==================== interrupt_ctrl
File: src/rtl/interrupt_ctrl.sv
// interrupt_ctrl: Game Boy IF/IE/IME state and interrupt dispatch sequencer
module interrupt_ctrl #(
  parameter int NUM_IRQ = 5
) (
  input  logic               clock,
  input  logic               reset,
  input  logic [NUM_IRQ-1:0] irq_req,
  input  logic               instr_boundary,
  input  logic               ei_exec,
  input  logic               di_exec,
  input  logic               reti_exec,
  input  logic [7:0]         reg_wr_data,
  input  logic               if_wr,
  input  logic               ie_wr,
  output logic [7:0]         if_rd_data,
  output logic [7:0]         ie_rd_data,
  output logic               ime,
  output logic               int_busy,
  output logic [2:0]         int_vector,
  output logic               stack_push_hi,
  output logic               stack_push_lo,
  output logic               pc_load_int,
  output logic               halt_wake
);
  typedef enum logic [2:0] {IDLE, ACK, WAIT, PUSH_HI, PUSH_LO, JUMP} state_t;
  state_t state;
  logic [NUM_IRQ-1:0] if_q, pending, if_clr;
  logic [7:0] ie_q;
  logic [2:0] sel;
  logic ei_pending, accept;
  assign pending = ie_q[NUM_IRQ-1:0] & if_q;
  always_comb begin
    sel = '0;
    for (int i = NUM_IRQ - 1; i >= 0; i--) if (pending[i]) sel = 3'(i);
  end
  assign accept = state == IDLE && instr_boundary && ime && |pending;
  assign if_clr = state == ACK ? NUM_IRQ'(1) << int_vector : '0;
  always_ff @(posedge clock) begin
    if (reset) begin
      state <= IDLE;
      if_q <= '0;
      ie_q <= '0;
      ime <= 1'b0;
      ei_pending <= 1'b0;
      int_vector <= '0;
    end else begin
      // same-cycle requests beat both CPU writes and the acknowledge clear
      if_q <= ((if_wr ? reg_wr_data[NUM_IRQ-1:0] : if_q) & ~if_clr) | irq_req;
      if (ie_wr) ie_q <= reg_wr_data;
      ime <= di_exec || accept ? 1'b0 : reti_exec || (ei_pending && instr_boundary) ? 1'b1 : ime;
      ei_pending <= di_exec || accept ? 1'b0 : ei_exec ? 1'b1 : instr_boundary ? 1'b0 : ei_pending;
      if (accept) int_vector <= sel;
      case (state)
        IDLE:    state <= accept ? ACK : IDLE;
        ACK:     state <= WAIT;
        WAIT:    state <= PUSH_HI;
        PUSH_HI: state <= PUSH_LO;
        PUSH_LO: state <= JUMP;
        default: state <= IDLE;
      endcase
    end
  end
  assign if_rd_data    = {{(8 - NUM_IRQ){1'b1}}, if_q};
  assign ie_rd_data    = ie_q;
  assign int_busy      = state != IDLE;
  assign stack_push_hi = state == PUSH_HI;
  assign stack_push_lo = state == PUSH_LO;
  assign pc_load_int   = state == JUMP;
  assign halt_wake     = |pending;
endmodule

File: config.mk
export PLATFORM = sky130hd
export DESIGN_NAME = interrupt_ctrl
export DESIGN_NICKNAME = d
export VERILOG_FILES = /design/src/rtl/interrupt_ctrl.sv
export SDC_FILE = /design/constraint.sdc
export NUM_CORES = 1
export LEC_CHECK = 0
export CORE_ASPECT_RATIO = 1.2
export CORE_MARGIN = 5
export CORE_UTILIZATION = 45
export CTS_BUF_LIST = sky130_fd_sc_hd__clkbuf_4 sky130_fd_sc_hd__clkbuf_8
export CTS_CLUSTER_DIAMETER = 120
export DETAILED_ROUTE_END_ITERATION = 10
export PLACE_DENSITY = 0.86
export SLEW_MARGIN = 5
export SYNTH_ARGS = -nofsm -noshare
export SYNTH_HDL_FRONTEND = slang
export SYNTH_SLANG_ARGS = --single-unit
File: constraint.sdc
create_clock -name clock -period 2.83 [get_ports clock]
set_input_delay 0.7075 -clock clock [delete_from_list [all_inputs] [get_ports clock]]
set_output_delay 0.7075 -clock clock [all_outputs]
set_load 0.02 [all_outputs]
==================== mem_stage_seq
--- src/rtl/mem_stage_pkg.sv ---
// Shared definitions for the memory pipeline stage: op encodings and FSM states.
package mem_stage_pkg;

  typedef enum logic [2:0] {
    OP_NOP  = 3'd0,
    OP_PASS = 3'd1,
    OP_LD   = 3'd2,
    OP_ST   = 3'd3,
    OP_PUSH = 3'd4,
    OP_POP  = 3'd5,
    OP_CALL = 3'd6,
    OP_RET  = 3'd7
  } op_e;

  typedef enum logic [1:0] {
    ST_IDLE = 2'd0,
    ST_REQ  = 2'd1,
    ST_RESP = 2'd2,
    ST_HOLD = 2'd3
  } state_e;

  // Every op except NOP and PASS goes through the memory port.
  function automatic logic op_is_access(input op_e op);
    return (op != OP_NOP) && (op != OP_PASS);
  endfunction

endpackage

--- src/rtl/mem_stage_addr_gen.sv ---
// Combinational access decode: address, write enable, lane enables, stack
// over/underflow detection and the pointer values that apply once granted.
module mem_stage_addr_gen
  import mem_stage_pkg::*;
#(
  parameter int                LANES   = 2,
  parameter int                ADDR_W  = 17,
  parameter int                SP_W    = 16,
  parameter int                CSP_W   = 8,
  parameter logic [ADDR_W-1:0] SP_BASE = 17'h10000,
  parameter logic [ADDR_W-1:0] CS_BASE = 17'h1FF00,
  parameter logic [SP_W-1:0]   SP_RST  = 16'hFFFF,
  parameter logic [CSP_W-1:0]  CSP_RST = 8'hFF
) (
  input  op_e               op_i,
  input  logic [ADDR_W-1:0] addr_i,
  input  logic [LANES-1:0]  be_i,
  input  logic [SP_W-1:0]   sp_i,
  input  logic [CSP_W-1:0]  csp_i,
  output logic [ADDR_W-1:0] addr_o,
  output logic              we_o,
  output logic [LANES-1:0]  be_o,
  output logic              fault_o,
  output logic [SP_W-1:0]   sp_nxt_o,
  output logic [CSP_W-1:0]  csp_nxt_o
);

  localparam int SP_PAD  = ADDR_W - SP_W;
  localparam int CSP_PAD = ADDR_W - CSP_W;

  logic [SP_W-1:0]  sp_dec,  sp_inc;
  logic [CSP_W-1:0] csp_dec, csp_inc;

  assign sp_dec  = sp_i - SP_W'(1);
  assign sp_inc  = sp_i + SP_W'(1);
  assign csp_dec = csp_i - CSP_W'(1);
  assign csp_inc = csp_i + CSP_W'(1);

  // NOTE: every output gets a default before the case so no path can infer a latch.
  always_comb begin
    addr_o    = addr_i;
    we_o      = 1'b0;
    be_o      = '1;
    fault_o   = 1'b0;
    sp_nxt_o  = sp_i;
    csp_nxt_o = csp_i;
    case (op_i)
      OP_ST: begin
        we_o = 1'b1;
        be_o = be_i;
      end
      OP_PUSH: begin
        addr_o   = SP_BASE + {{SP_PAD{1'b0}}, sp_dec};
        we_o     = 1'b1;
        fault_o  = (sp_i == '0);
        sp_nxt_o = sp_dec;
      end
      OP_POP: begin
        addr_o   = SP_BASE + {{SP_PAD{1'b0}}, sp_i};
        fault_o  = (sp_i == SP_RST);
        sp_nxt_o = sp_inc;
      end
      OP_CALL: begin
        addr_o    = CS_BASE + {{CSP_PAD{1'b0}}, csp_dec};
        we_o      = 1'b1;
        fault_o   = (csp_i == '0);
        csp_nxt_o = csp_dec;
      end
      OP_RET: begin
        addr_o    = CS_BASE + {{CSP_PAD{1'b0}}, csp_i};
        fault_o   = (csp_i == CSP_RST);
        csp_nxt_o = csp_inc;
      end
      default: ;
    endcase
  end

endmodule

--- src/rtl/mem_stage_seq.sv ---
// Memory pipeline stage: runs loads, stores and stack ops over a req/gnt/rvalid
// port, owns SP/CSP, registers the MEM/WB result and stalls the front end.
module mem_stage_seq
  import mem_stage_pkg::*;
#(
  parameter int                LANES   = 2,
  parameter int                LANE_W  = 8,
  parameter int                ADDR_W  = 17,
  parameter int                SP_W    = 16,
  parameter int                CSP_W   = 8,
  parameter logic [ADDR_W-1:0] SP_BASE = 17'h10000,
  parameter logic [ADDR_W-1:0] CS_BASE = 17'h1FF00,
  parameter logic [SP_W-1:0]   SP_RST  = 16'hFFFF,
  parameter logic [CSP_W-1:0]  CSP_RST = 8'hFF
) (
  input  logic                    clock,
  input  logic                    reset,
  input  logic                    in_valid,
  input  logic [2:0]              in_op,
  input  logic [ADDR_W-1:0]       in_addr,
  input  logic [LANES*LANE_W-1:0] in_data,
  input  logic [LANES-1:0]        in_be,
  input  logic                    stall_in,
  output logic                    stall_out,
  output logic                    mem_req,
  output logic                    mem_we,
  output logic [ADDR_W-1:0]       mem_addr,
  output logic [LANES*LANE_W-1:0] mem_wdata,
  output logic [LANES-1:0]        mem_be,
  input  logic                    mem_gnt,
  input  logic                    mem_rvalid,
  input  logic [LANES*LANE_W-1:0] mem_rdata,
  output logic                    out_valid,
  output logic [LANES*LANE_W-1:0] out_data,
  output logic [SP_W-1:0]         sp,
  output logic [CSP_W-1:0]        csp,
  output logic                    fault
);

  localparam int DATA_W = LANES * LANE_W;

  state_e              state_q,     state_d;
  logic                we_q,        we_d;
  logic [ADDR_W-1:0]   addr_q,      addr_d;
  logic [DATA_W-1:0]   wdata_q,     wdata_d;
  logic [LANES-1:0]    be_q,        be_d;
  logic [SP_W-1:0]     sp_pend_q,   sp_pend_d;
  logic [CSP_W-1:0]    csp_pend_q,  csp_pend_d;
  logic                out_valid_q, out_valid_d;
  logic [DATA_W-1:0]   out_data_q,  out_data_d;
  logic [SP_W-1:0]     sp_q,        sp_d;
  logic [CSP_W-1:0]    csp_q,       csp_d;
  logic                fault_q,     fault_d;

  op_e                 op;
  logic                accept;
  logic [ADDR_W-1:0]   ag_addr;
  logic                ag_we;
  logic [LANES-1:0]    ag_be;
  logic                ag_fault;
  logic [SP_W-1:0]     ag_sp_nxt;
  logic [CSP_W-1:0]    ag_csp_nxt;

  assign op     = op_e'(in_op);
  assign accept = in_valid & ~stall_out;

  mem_stage_addr_gen #(
    .LANES   (LANES),
    .ADDR_W  (ADDR_W),
    .SP_W    (SP_W),
    .CSP_W   (CSP_W),
    .SP_BASE (SP_BASE),
    .CS_BASE (CS_BASE),
    .SP_RST  (SP_RST),
    .CSP_RST (CSP_RST)
  ) u_addr_gen (
    .op_i      (op),
    .addr_i    (in_addr),
    .be_i      (in_be),
    .sp_i      (sp_q),
    .csp_i     (csp_q),
    .addr_o    (ag_addr),
    .we_o      (ag_we),
    .be_o      (ag_be),
    .fault_o   (ag_fault),
    .sp_nxt_o  (ag_sp_nxt),
    .csp_nxt_o (ag_csp_nxt)
  );

  // mem_req decodes straight from the state so a reset drops it without waiting for an edge.
  assign mem_req   = (state_q == ST_REQ);
  assign mem_we    = we_q;
  assign mem_addr  = addr_q;
  assign mem_wdata = wdata_q;
  assign mem_be    = be_q;
  assign out_valid = out_valid_q;
  assign out_data  = out_data_q;
  assign sp        = sp_q;
  assign csp       = csp_q;
  assign fault     = fault_q;
  assign stall_out = (state_q != ST_IDLE) | (out_valid_q & stall_in);

  always_comb begin
    state_d     = state_q;
    we_d        = we_q;
    addr_d      = addr_q;
    wdata_d     = wdata_q;
    be_d        = be_q;
    sp_pend_d   = sp_pend_q;
    csp_pend_d  = csp_pend_q;
    out_valid_d = out_valid_q;
    out_data_d  = out_data_q;
    sp_d        = sp_q;
    csp_d       = csp_q;
    fault_d     = 1'b0;
    case (state_q)
      ST_IDLE: begin
        if (out_valid_q && !stall_in) out_valid_d = 1'b0;
        if (accept) begin
          if (op == OP_PASS) begin
            out_valid_d = 1'b1;
            out_data_d  = in_data;
          end else if (op_is_access(op)) begin
            if (ag_fault) begin
              fault_d     = 1'b1;
              out_valid_d = 1'b1;
              out_data_d  = '0;
            end else begin
              // Pointer targets are fixed at accept; nothing else moves SP/CSP until the grant.
              state_d    = ST_REQ;
              we_d       = ag_we;
              addr_d     = ag_addr;
              wdata_d    = in_data;
              be_d       = ag_be;
              sp_pend_d  = ag_sp_nxt;
              csp_pend_d = ag_csp_nxt;
            end
          end
        end
      end
      ST_REQ: begin
        if (mem_gnt) begin
          sp_d  = sp_pend_q;
          csp_d = csp_pend_q;
          if (we_q) begin
            state_d     = ST_HOLD;
            out_valid_d = 1'b1;
            out_data_d  = wdata_q;
          end else begin
            state_d = ST_RESP;
          end
        end
      end
      ST_RESP: begin
        if (mem_rvalid) begin
          state_d     = ST_HOLD;
          out_valid_d = 1'b1;
          out_data_d  = mem_rdata;
        end
      end
      ST_HOLD: begin
        if (!stall_in) begin
          state_d     = ST_IDLE;
          out_valid_d = 1'b0;
        end
      end
      default: state_d = ST_IDLE;
    endcase
  end

  // NOTE: sequential state uses non-blocking assignments so every register samples pre-edge values.
  always_ff @(posedge clock or posedge reset) begin
    if (reset) begin
      state_q     <= ST_IDLE;
      we_q        <= 1'b0;
      addr_q      <= '0;
      wdata_q     <= '0;
      be_q        <= '0;
      sp_pend_q   <= SP_RST;
      csp_pend_q  <= CSP_RST;
      out_valid_q <= 1'b0;
      out_data_q  <= '0;
      sp_q        <= SP_RST;
      csp_q       <= CSP_RST;
      fault_q     <= 1'b0;
    end else begin
      state_q     <= state_d;
      we_q        <= we_d;
      addr_q      <= addr_d;
      wdata_q     <= wdata_d;
      be_q        <= be_d;
      sp_pend_q   <= sp_pend_d;
      csp_pend_q  <= csp_pend_d;
      out_valid_q <= out_valid_d;
      out_data_q  <= out_data_d;
      sp_q        <= sp_d;
      csp_q       <= csp_d;
      fault_q     <= fault_d;
    end
  end

endmodule

--- config.mk ---
export PLATFORM = sky130hd
export DESIGN_NAME = mem_stage_seq
export DESIGN_NICKNAME = d
export VERILOG_FILES = /design/src/rtl/mem_stage_pkg.sv /design/src/rtl/mem_stage_addr_gen.sv /design/src/rtl/mem_stage_seq.sv
export SDC_FILE = /design/constraint.sdc
export NUM_CORES = 1
export LEC_CHECK = 0
export ABC_CLOCK_PERIOD_IN_PS = 9700
export CAP_MARGIN = 15
export CELL_PAD_IN_SITES_DETAIL_PLACEMENT = 1
export CELL_PAD_IN_SITES_GLOBAL_PLACEMENT = 2
export CORE_UTILIZATION = 33
export DETAILED_ROUTE_END_ITERATION = 10
export PLACE_DENSITY = 0.88
export SYNTH_ARGS = -nofsm -noshare
export SYNTH_HDL_FRONTEND = slang
export SYNTH_SLANG_ARGS = --single-unit
export TNS_END_PERCENT = 5
--- constraint.sdc ---
create_clock -name clock -period 9.7 [get_ports clock]
set_input_delay 1.455 -clock clock [delete_from_list [all_inputs] [get_ports clock]]
set_output_delay 1.455 -clock clock [all_outputs]
set_load 0.02 [all_outputs]
==================== param_updown_counter
File: src/rtl/counter_pkg.sv
// Shared constants and helpers for the counter family (direction/mode encodings,
// per-edge event classification, sizing helper for internal phase registers).
package counter_pkg;

  localparam logic DIR_UP    = 1'b1;
  localparam logic DIR_DN    = 1'b0;
  localparam logic MODE_WRAP = 1'b0;
  localparam logic MODE_SAT  = 1'b1;

  // What the counter does on a given edge, after priority resolution.
  typedef enum logic [1:0] {
    EV_IDLE = 2'd0,
    EV_LOAD = 2'd1,
    EV_UP   = 2'd2,
    EV_DN   = 2'd3
  } udc_event_e;

  // Bits needed to hold 0..v-1, never less than one.
  function automatic int unsigned clog2_min1(input int unsigned v);
    if (v <= 32'd2) begin
      return 32'd1;
    end else begin
      return $clog2(v);
    end
  endfunction

endpackage

File: src/rtl/param_updown_counter_prescaler.sv
// udc_prescaler: counts enabled cycles and fires step_o on every PRESCALE-th one.
// Only instantiated when UDC_PRESCALE_EN is defined.
module udc_prescaler
  import counter_pkg::*;
#(
  parameter int PRESCALE = 4
) (
  input  logic clk,
  input  logic reset,
  input  logic en_i,
  input  logic clr_i,
  output logic step_o
);

  localparam int unsigned PW = clog2_min1(PRESCALE);
  localparam logic [PW-1:0] LAST = PW'(PRESCALE - 1);

  logic [PW-1:0] phase_q;
  logic [PW-1:0] phase_d;

  // step_o is combinational so the owning counter steps on the same edge the
  // PRESCALE-th enable is sampled; a clear suppresses the step.
  assign step_o = en_i & ~clr_i & (phase_q == LAST);

  always_comb begin
    phase_d = phase_q;
    if (clr_i) begin
      phase_d = {PW{1'b0}};
    end else if (en_i) begin
      if (phase_q == LAST) begin
        phase_d = {PW{1'b0}};
      end else begin
        phase_d = phase_q + {{(PW-1){1'b0}}, 1'b1};
      end
    end else begin
      phase_d = phase_q;
    end
  end

  always_ff @(posedge clk) begin
    if (reset) begin
      phase_q <= {PW{1'b0}};
    end else begin
      phase_q <= phase_d;
    end
  end

endmodule

File: src/rtl/param_updown_counter.sv
// Parametrised up/down modulo counter with load, wrap/saturate, tc pulse and sticky
// ovf/udf flags. Define UDC_PRESCALE_EN to step once per PRESCALE enabled cycles.
module param_updown_counter
  import counter_pkg::*;
#(
  parameter int WIDTH    = 8,
  parameter int MAX_VAL  = 2**WIDTH - 1,
  parameter int PRESCALE = 4
) (
  input  logic             clk,
  input  logic             reset,
  input  logic             en_i,
  input  logic             up_dn_i,
  input  logic             sat_mode_i,
  input  logic             load_i,
  input  logic [WIDTH-1:0] load_val_i,
  input  logic             clr_flags_i,
  output logic [WIDTH-1:0] count_o,
  output logic             tc_o,
  output logic             ovf_o,
  output logic             udf_o
);

  localparam logic [WIDTH:0]   MAX_EXT  = (WIDTH+1)'(MAX_VAL);
  localparam logic [WIDTH-1:0] MAX_Q    = WIDTH'(MAX_VAL);
  localparam logic [WIDTH:0]   ONE_EXT  = {{WIDTH{1'b0}}, 1'b1};
  localparam logic [WIDTH:0]   ZERO_EXT = {(WIDTH+1){1'b0}};

  logic [WIDTH-1:0] count_q, count_d;
  logic             tc_q, tc_d;
  logic             ovf_q, ovf_d;
  logic             udf_q, udf_d;
  logic             step_s;
  logic             set_ovf_s;
  logic             set_udf_s;
  logic [WIDTH:0]   cnt_ext_s;
  logic [WIDTH:0]   load_ext_s;
  udc_event_e       ev_s;

`ifdef UDC_PRESCALE_EN
  udc_prescaler #(
    .PRESCALE (PRESCALE)
  ) u_prescaler (
    .clk    (clk),
    .reset  (reset),
    .en_i   (en_i),
    .clr_i  (load_i),
    .step_o (step_s)
  );
`else
  // Without the prescaler every enabled cycle is a step; PRESCALE only guards sanity.
  localparam logic PRESCALE_OK = (PRESCALE >= 1) ? 1'b1 : 1'b0;
  assign step_s = en_i & PRESCALE_OK;
`endif

  // Bounds are compared in WIDTH+1 bits so a MAX_VAL below 2**WIDTH-1 never relies on rollover.
  assign cnt_ext_s  = {1'b0, count_q};
  assign load_ext_s = {1'b0, load_val_i};

  always_comb begin
    if (load_i) begin
      ev_s = EV_LOAD;
    end else if (step_s) begin
      ev_s = (up_dn_i == DIR_UP) ? EV_UP : EV_DN;
    end else begin
      ev_s = EV_IDLE;
    end
  end

  always_comb begin
    count_d   = count_q;
    tc_d      = 1'b0;
    set_ovf_s = 1'b0;
    set_udf_s = 1'b0;
    case (ev_s)
      EV_LOAD: begin
        count_d = (load_ext_s > MAX_EXT) ? MAX_Q : load_val_i;
      end
      EV_UP: begin
        if (cnt_ext_s == MAX_EXT) begin
          tc_d      = 1'b1;
          set_ovf_s = 1'b1;
          count_d   = (sat_mode_i == MODE_SAT) ? MAX_Q : {WIDTH{1'b0}};
        end else begin
          count_d = WIDTH'(cnt_ext_s + ONE_EXT);
        end
      end
      EV_DN: begin
        if (cnt_ext_s == ZERO_EXT) begin
          tc_d      = 1'b1;
          set_udf_s = 1'b1;
          count_d   = (sat_mode_i == MODE_SAT) ? {WIDTH{1'b0}} : MAX_Q;
        end else begin
          count_d = WIDTH'(cnt_ext_s - ONE_EXT);
        end
      end
      EV_IDLE: begin
        count_d = count_q;
      end
      default: begin
        count_d = count_q;
      end
    endcase
    // A set event in the same cycle as clr_flags keeps the flag high.
    ovf_d = set_ovf_s | (ovf_q & ~clr_flags_i);
    udf_d = set_udf_s | (udf_q & ~clr_flags_i);
  end

  always_ff @(posedge clk) begin
    if (reset) begin
      count_q <= {WIDTH{1'b0}};
      tc_q    <= 1'b0;
      ovf_q   <= 1'b0;
      udf_q   <= 1'b0;
    end else begin
      count_q <= count_d;
      tc_q    <= tc_d;
      ovf_q   <= ovf_d;
      udf_q   <= udf_d;
    end
  end

  assign count_o = count_q;
  assign tc_o    = tc_q;
  assign ovf_o   = ovf_q;
  assign udf_o   = udf_q;

endmodule

File: config.mk
export PLATFORM = sky130hd
export DESIGN_NAME = param_updown_counter
export DESIGN_NICKNAME = d
export VERILOG_FILES = /design/src/rtl/counter_pkg.sv /design/src/rtl/param_updown_counter_prescaler.sv /design/src/rtl/param_updown_counter.sv
export SDC_FILE = /design/constraint.sdc
export NUM_CORES = 1
export LEC_CHECK = 0
export CORE_MARGIN = 8
export CORE_UTILIZATION = 43
export CTS_CLUSTER_DIAMETER = 80
export DETAILED_ROUTE_END_ITERATION = 16
export PLACE_DENSITY_LB_ADDON = 0.2
export SYNTH_ARGS = -nofsm -noshare
export SYNTH_HDL_FRONTEND = slang
export SYNTH_SLANG_ARGS = --single-unit
File: constraint.sdc
create_clock -name clk -period 3.5 [get_ports clk]
set_input_delay 1.05 -clock clk [delete_from_list [all_inputs] [get_ports clk]]
set_output_delay 1.05 -clock clk [all_outputs]
set_load 0.05 [all_outputs]
Figure 1. PDN straps and rails (interrupt_ctrl).
(8 px per um) Pins as bars on the die edge. Tap cells in grey.
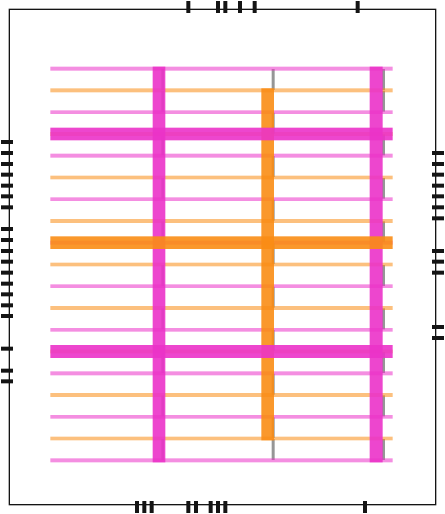
[magenta] VSS
[orange] VDD
rows: 18
met4 straps: 3

==> commit_impl_results.txt, interrupt_ctrl <==
Log flow metrics for this revision

- Per the layout report, the design carries 4 clock buffers.
* Iteration tally of the first detailed-router pass: 4
- In the final layout, flip-flops and latches take up 29.1% of the cell area.
- Total global-route track usage over all layers is 16.7%.
- The power report lists cell-internal power as 450 uW.
* Remaining number of nets flagged by the antenna check after routing: 0
- Net switching is 26.9% of the power.
* Startpoint of the lowest-slack register-to-register path: state[0]
- CTS built an H-tree with a depth of 1.
* Post-place setup slack: 0.719 ns
- Count of synthesis-stage warnings from yosys: 0
* Detailed route wirelength on metal2: 1.26 mm
- Hold buffer count at cts: 0
* Sequential cell area: 420 um2
- Most area-hungry cell type in the Yosys netlist: sky130_fd_sc_hd__dfxtp_1
* Inverter count: 3
* GP Congestion: 0.761
* Slack of the critical path: 0.394 ns
* DRC Markers: 0
- Cell area after placement: 1420 um2
* Starting DRC count in detailed routing: 15
* Post-Synthesis Cells: 111
- Total of max-cap violations: 0
- Yosys top cell by instances: sky130_fd_sc_hd__nor2_1
- The number of antenna diodes in the final layout is 0.
- Overall power consumption: 615 uW
- The highest layer touched by signal routing is met4.
* MUX area fraction: 13.0%
- Arrival @ worst endpoint: 1.73 ns
- Fraction of synthesized cell area taken by the top area cell type: between 40% and 50%
- The required time at the worst endpoint is listed as 2.12 ns.
- Result of the run: completed
- According to the floorplan report, the die width is between 50 and 60 um.
- The clock network is responsible for 24.1% of the overall power.
- Cell at the root of the clock tree: sky130_fd_sc_hd__clkbuf_4
* Setup Skew: ~0.003 ns
- Final instance count without filler cells: roughly 180
- After routing the design area is roughly 1400 um2.
- Top logic family: simple AND/OR/NAND/NOR gates
- From bottom edge to top edge, the die measures 61.7 um.
* Share of layout cells above drive strength 1: 8.00%
- Wire length after detailed routing: ~2.5 mm
* Final setup TNS: 0 ns
- Worst reg2reg endpoint: if_q[1]
* Launch instance of the worst min-delay path: ei_pending
* Worst hold path class: reg -> reg
- Multi-input logic gates represent a cell area share of 35.8%.
* Area grow syn2layout: 44.0%
- CP Launch Point: state[2]
- Worst stage delay on the critical path: 0.66 ns
- Worst setup path category: reg -> out
* Switching Power: 166 uW
- The fraction of final cell area spent on clock buffers and inverters in this run is 2.08%.
* Most common library cells after synthesis: sky130_fd_sc_hd__nor2_1 (26), sky130_fd_sc_hd__dfxtp_1 (21), sky130_fd_sc_hd__mux2i_1 (13)
- Gate family responsible for the most delay along the worst path: buffers and inverters
- Internal reg-to-reg setup slack: 1.10 ns
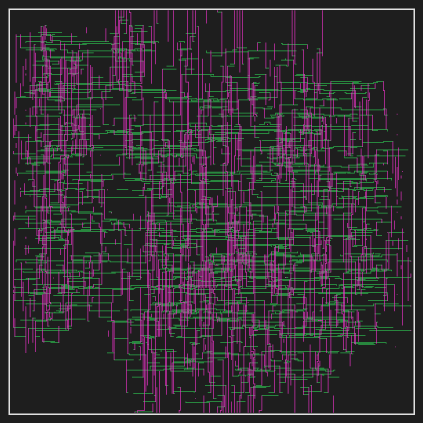
Figure 2: mem_stage_seq, routed metal, one colour a layer.
(3 px per um) Only two layers are drawn.
[magenta] M2 | wire length: 8530 um
[green] M1 | wire length: 7530 um

Figure 3. Pin placement (mem_stage_seq).
(4 px per um) Pins as bars across the die edge, other pins in grey.
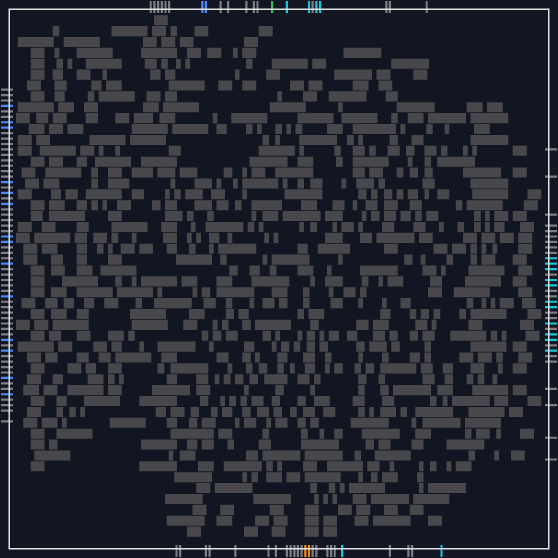
[green] out_valid | pins: 1 | direction: output | edge: top
[blue] out_data | pins: 16 | direction: output | edge: 14 left, 2 top
[cyan] mem_addr | pins: 17 | direction: output | edge: 11 right, 4 top, 2 bottom
[orange] in_be | pins: 2 | direction: input | edge: bottom
all pins by edge: 61 left, 33 right, 24 bottom, 22 top
count of buffers from port buffering: 139
Chip Height: 134 um

==> commit_impl_results.txt, mem_stage_seq <==
Log flow metrics for this revision

- After layout, the worst setup slack is 5.18 ns.
- Leading power group: combinational cells
* Launch instance of the worst min-delay path: sp_pend_q[2]
* Clock Power Share: about 16%
- Number of flops mapped to enable cells by yosys: 0
- Yosys top cell by instances: sky130_fd_sc_hd__nand2_1
* Iteration tally of the first detailed-router pass: 4
- After legalization and detailed placement, the total HPWL measured 12.3 mm.
- Total of max-cap violations: 0
* Post-layout net count: 767
- Worst stage delay on the critical path: 0.92 ns
- Counting stages on the worst path, the most repeated cell is sky130_fd_sc_hd__or4_4.
- Wire length of the first global-routing pass: 28.2 mm
- Post-place setup slack: 4.79 ns
- Biggest area contributors in the synthesized netlist: sky130_fd_sc_hd__dfrtp_1 (24%), sky130_fd_sc_hd__dfstp_2 (22%), sky130_fd_sc_hd__mux2_2 (8.0%)
- The post-CTS hold buffer count recorded in the log is 0.
* Element type at the critical path end: register
- Endpoint of the most critical setup path: state_q[1]
- Synthesized chip area reported by yosys: 5790 um2
* Result of the run: completed
* Final Cycle Share: 46.6%
- The number of global-route vias before repair was about 5200.
* Count of cells along the worst register-to-register path: 6
- The number of antenna violations at the first check in global routing is 0.
* Startpoint of the lowest-slack register-to-register path: sp[2]
- In the Yosys report the total cell count is 590.
- For this run, the top clock speed supported by timing is around 220 MHz.
* Setup Buffers After CTS: 0
- Cell area after placement: approximately 7300 um2
- Of the total synthesized cell area, the portion taken by full adders, half adders and majority gates is about 2.4%.
- The worst hold path was traced through 2 stages.
- Looking at the setup timing report, the critical path kind is in -> reg.
* CP Launch Point: in_op[0]
* Top logic family: AND-OR/OR-AND gates
* Most common library cells after synthesis: sky130_fd_sc_hd__nand2_1 (77), sky130_fd_sc_hd__o21ai_0 (60), sky130_fd_sc_hd__dfrtp_1 (56)
* Cell leakage power: approximately 0.0030 uW
- Worst-Margin Slew: 1.05 ns
- Sequential-to-total area share from yosys stat: between 40% and 50%
- Clock tree synthesis inserted a total of 9 buffers.
- Count of different cell masters after synthesis: 56
* Slowest cell on the critical path: sky130_fd_sc_hd__or4_4
* Clock-pin slew on the worst setup and hold paths: 0.07 ns
- Clock skew on the completed layout was measured at ~0.0082 ns.
- Final instance count without filler cells: around 900
- Per the layout area report, the register area comes to 2660 um2.
- The critical path endpoint has a required time of 9.95 ns.
* Final setup TNS: 0 ns
* Sequential cell fraction of total power: 34.1%
- The cell sequence reported for the critical path is clkdlybuf4s50_1, buf_4, nand2b_1, or4_4, o32ai_2, or4_4, a21oi_2, mux2_4.
Figure 4. Pin placement (param_updown_counter).
(8 px per um) Pins as bars across the die edge, other pins in grey.
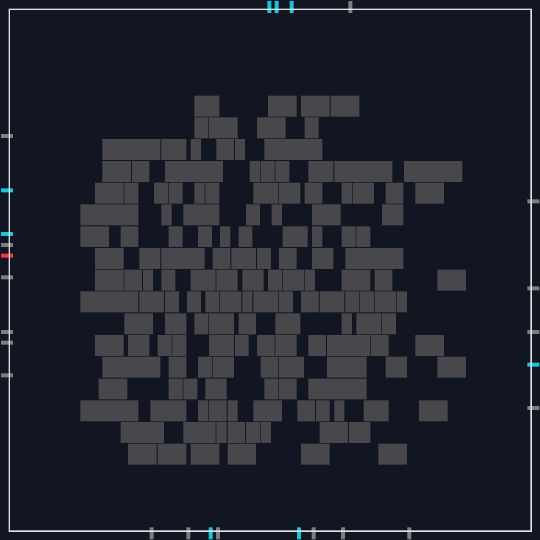
[red] clr_flags_i | pins: 1 | direction: input | edge: left
[cyan] load_val_i | pins: 8 | direction: input | edge: 3 top, 2 left, 2 bottom, 1 right
all pins by edge: 9 left, 8 bottom, 5 right, 4 top

Figure 5. Zoomed window (param_updown_counter).
Window x 13 to 53, y 13 to 53 um. Cells in grey, sequential cells in the stronger grey; small squares are vias.
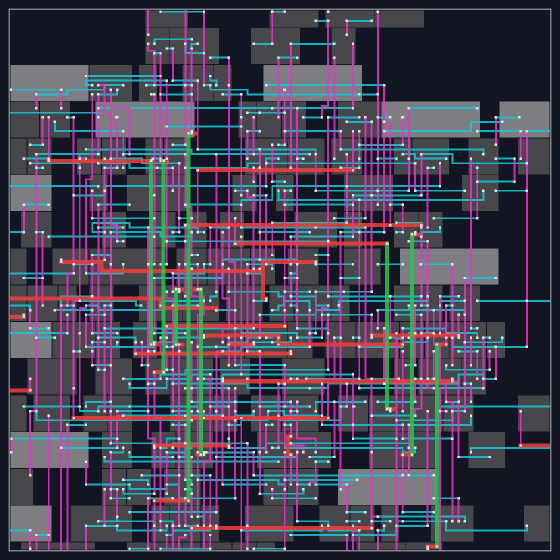
[magenta] M2
[red] M3
[green] M4
[cyan] M1
sequential cells in the window: 8
netlist names of flops here include: count_o (8)
most frequent: o21ai_0 (11), nor2_1 (10), a21oi_1 (10)
cells with their middle in the window: 123

==> commit_impl_results.txt, param_updown_counter <==
Log flow metrics for this revision

- In this run, post-CTS hold repair placed 0 buffers.
- Number of antenna violations at the first check in global routing: 0
- For this run, the detailed router's first-pass iteration total came to 5.
* Required time of the critical path: 2.45 ns
- The worst path meets setup with roughly 0.62 ns of slack.
- In this run the number of H-tree levels came out at 1.
- The net count after synthesis is 152.
* Final setup TNS: 0 ns
* Post-layout net count: about 170
- Synthesized chip area reported by yosys: around 1000 um2
* TritonCTS Sinks: 11
- Cells fill 56.1% of the core in the end.
- The clock reaches the later pin of the worst-skew pair after 0.27 ns.
* Top cells excl fill/tap: sky130_fd_sc_hd__clkdlybuf4s50_1 (25), sky130_fd_sc_hd__o21ai_0 (12), sky130_fd_sc_hd__nor2_1 (11), sky130_fd_sc_hd__dfxtp_1 (11), sky130_fd_sc_hd__a21oi_1 (10)
- The synthesized netlist was found by Yosys to have 135 cells.
- Per the breakdown, switching nets consume 38.8% of all power.
- In this run, synthesis inferred 0 flip-flops with an integrated enable.
- Floorplan Utilization: roughly 46%
- Global Route met2 Usage: 23.1%
* Number of cells on the worst hold path: 3
- Top-level port count: 26
* Count of buffers from port buffering: 25
- Leading power group: registers
- Yosys top cell by instances: sky130_fd_sc_hd__o21ai_0
* Adders+Majority by Area: ~2.4%
- Startpoint of the lowest-slack register-to-register path: count_o[0]
* Power per cell area: 311 nW/um2
- Detailed routing inserted a total of 1155 vias.
- Power drawn by the clock network: 87.4 uW
- The run finished with clean final reports.
- Looking at hold timing, the worst path starts from ovf_o.
* Plain + repair buffers: 27
- The wire length recorded after detailed routing is 3.09 mm.
- Setup Buffers After CTS: 0
- Overall power consumption: roughly 400 uW
- Share of cell area taken by flip-flops and latches: 17.4%

==> notes/layouts.md <==
Pictures saved along the way, in no particular order.

Placed standard cells.
shot_01.png
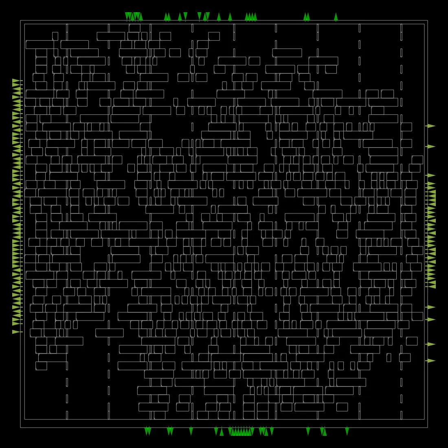
shot_02.png
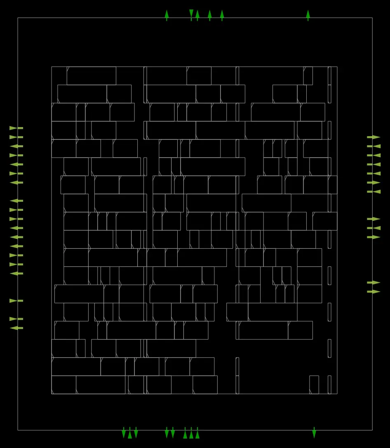
shot_03.png
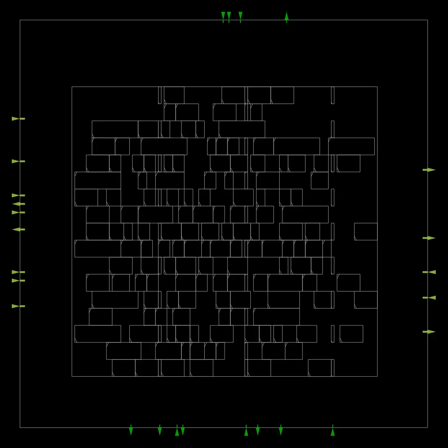
For param_updown_counter, see shot_03.png.
For mem_stage_seq, see shot_01.png.
For interrupt_ctrl, see shot_02.png.
The one with the fewest sequential cells is shot_03.png.
The one with the lowest utilization is shot_01.png.



## Gallery

Metal 2.
picture 1
(6 px per um) Cells faint in the background.
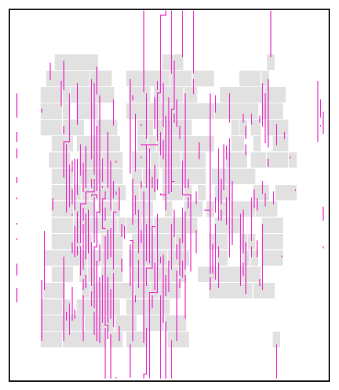
picture 2
(6 px per um) Cells faint in the background.
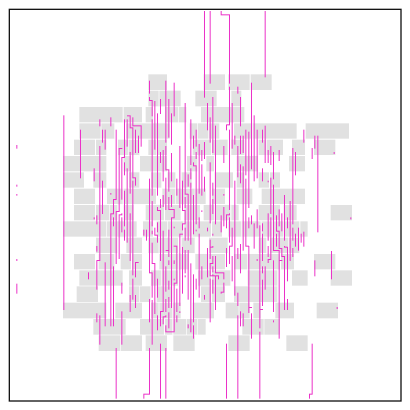
picture 3
(3 px per um) Cells faint in the background.
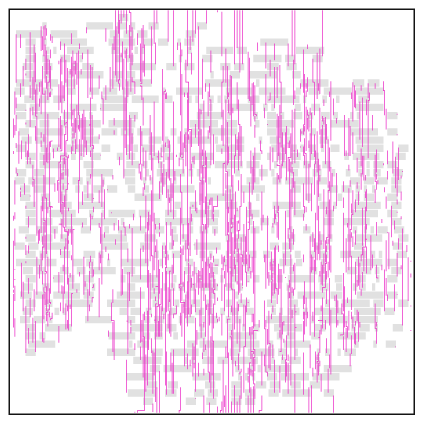
Picture 2 comes from param_updown_counter.
Picture 1 comes from interrupt_ctrl.
Picture 3 comes from mem_stage_seq.
Of these, largest die: picture 3

Key to picture 1:
share of all routed wire: 50%
main direction: vertical

Power and IR drop assume default switching activity.
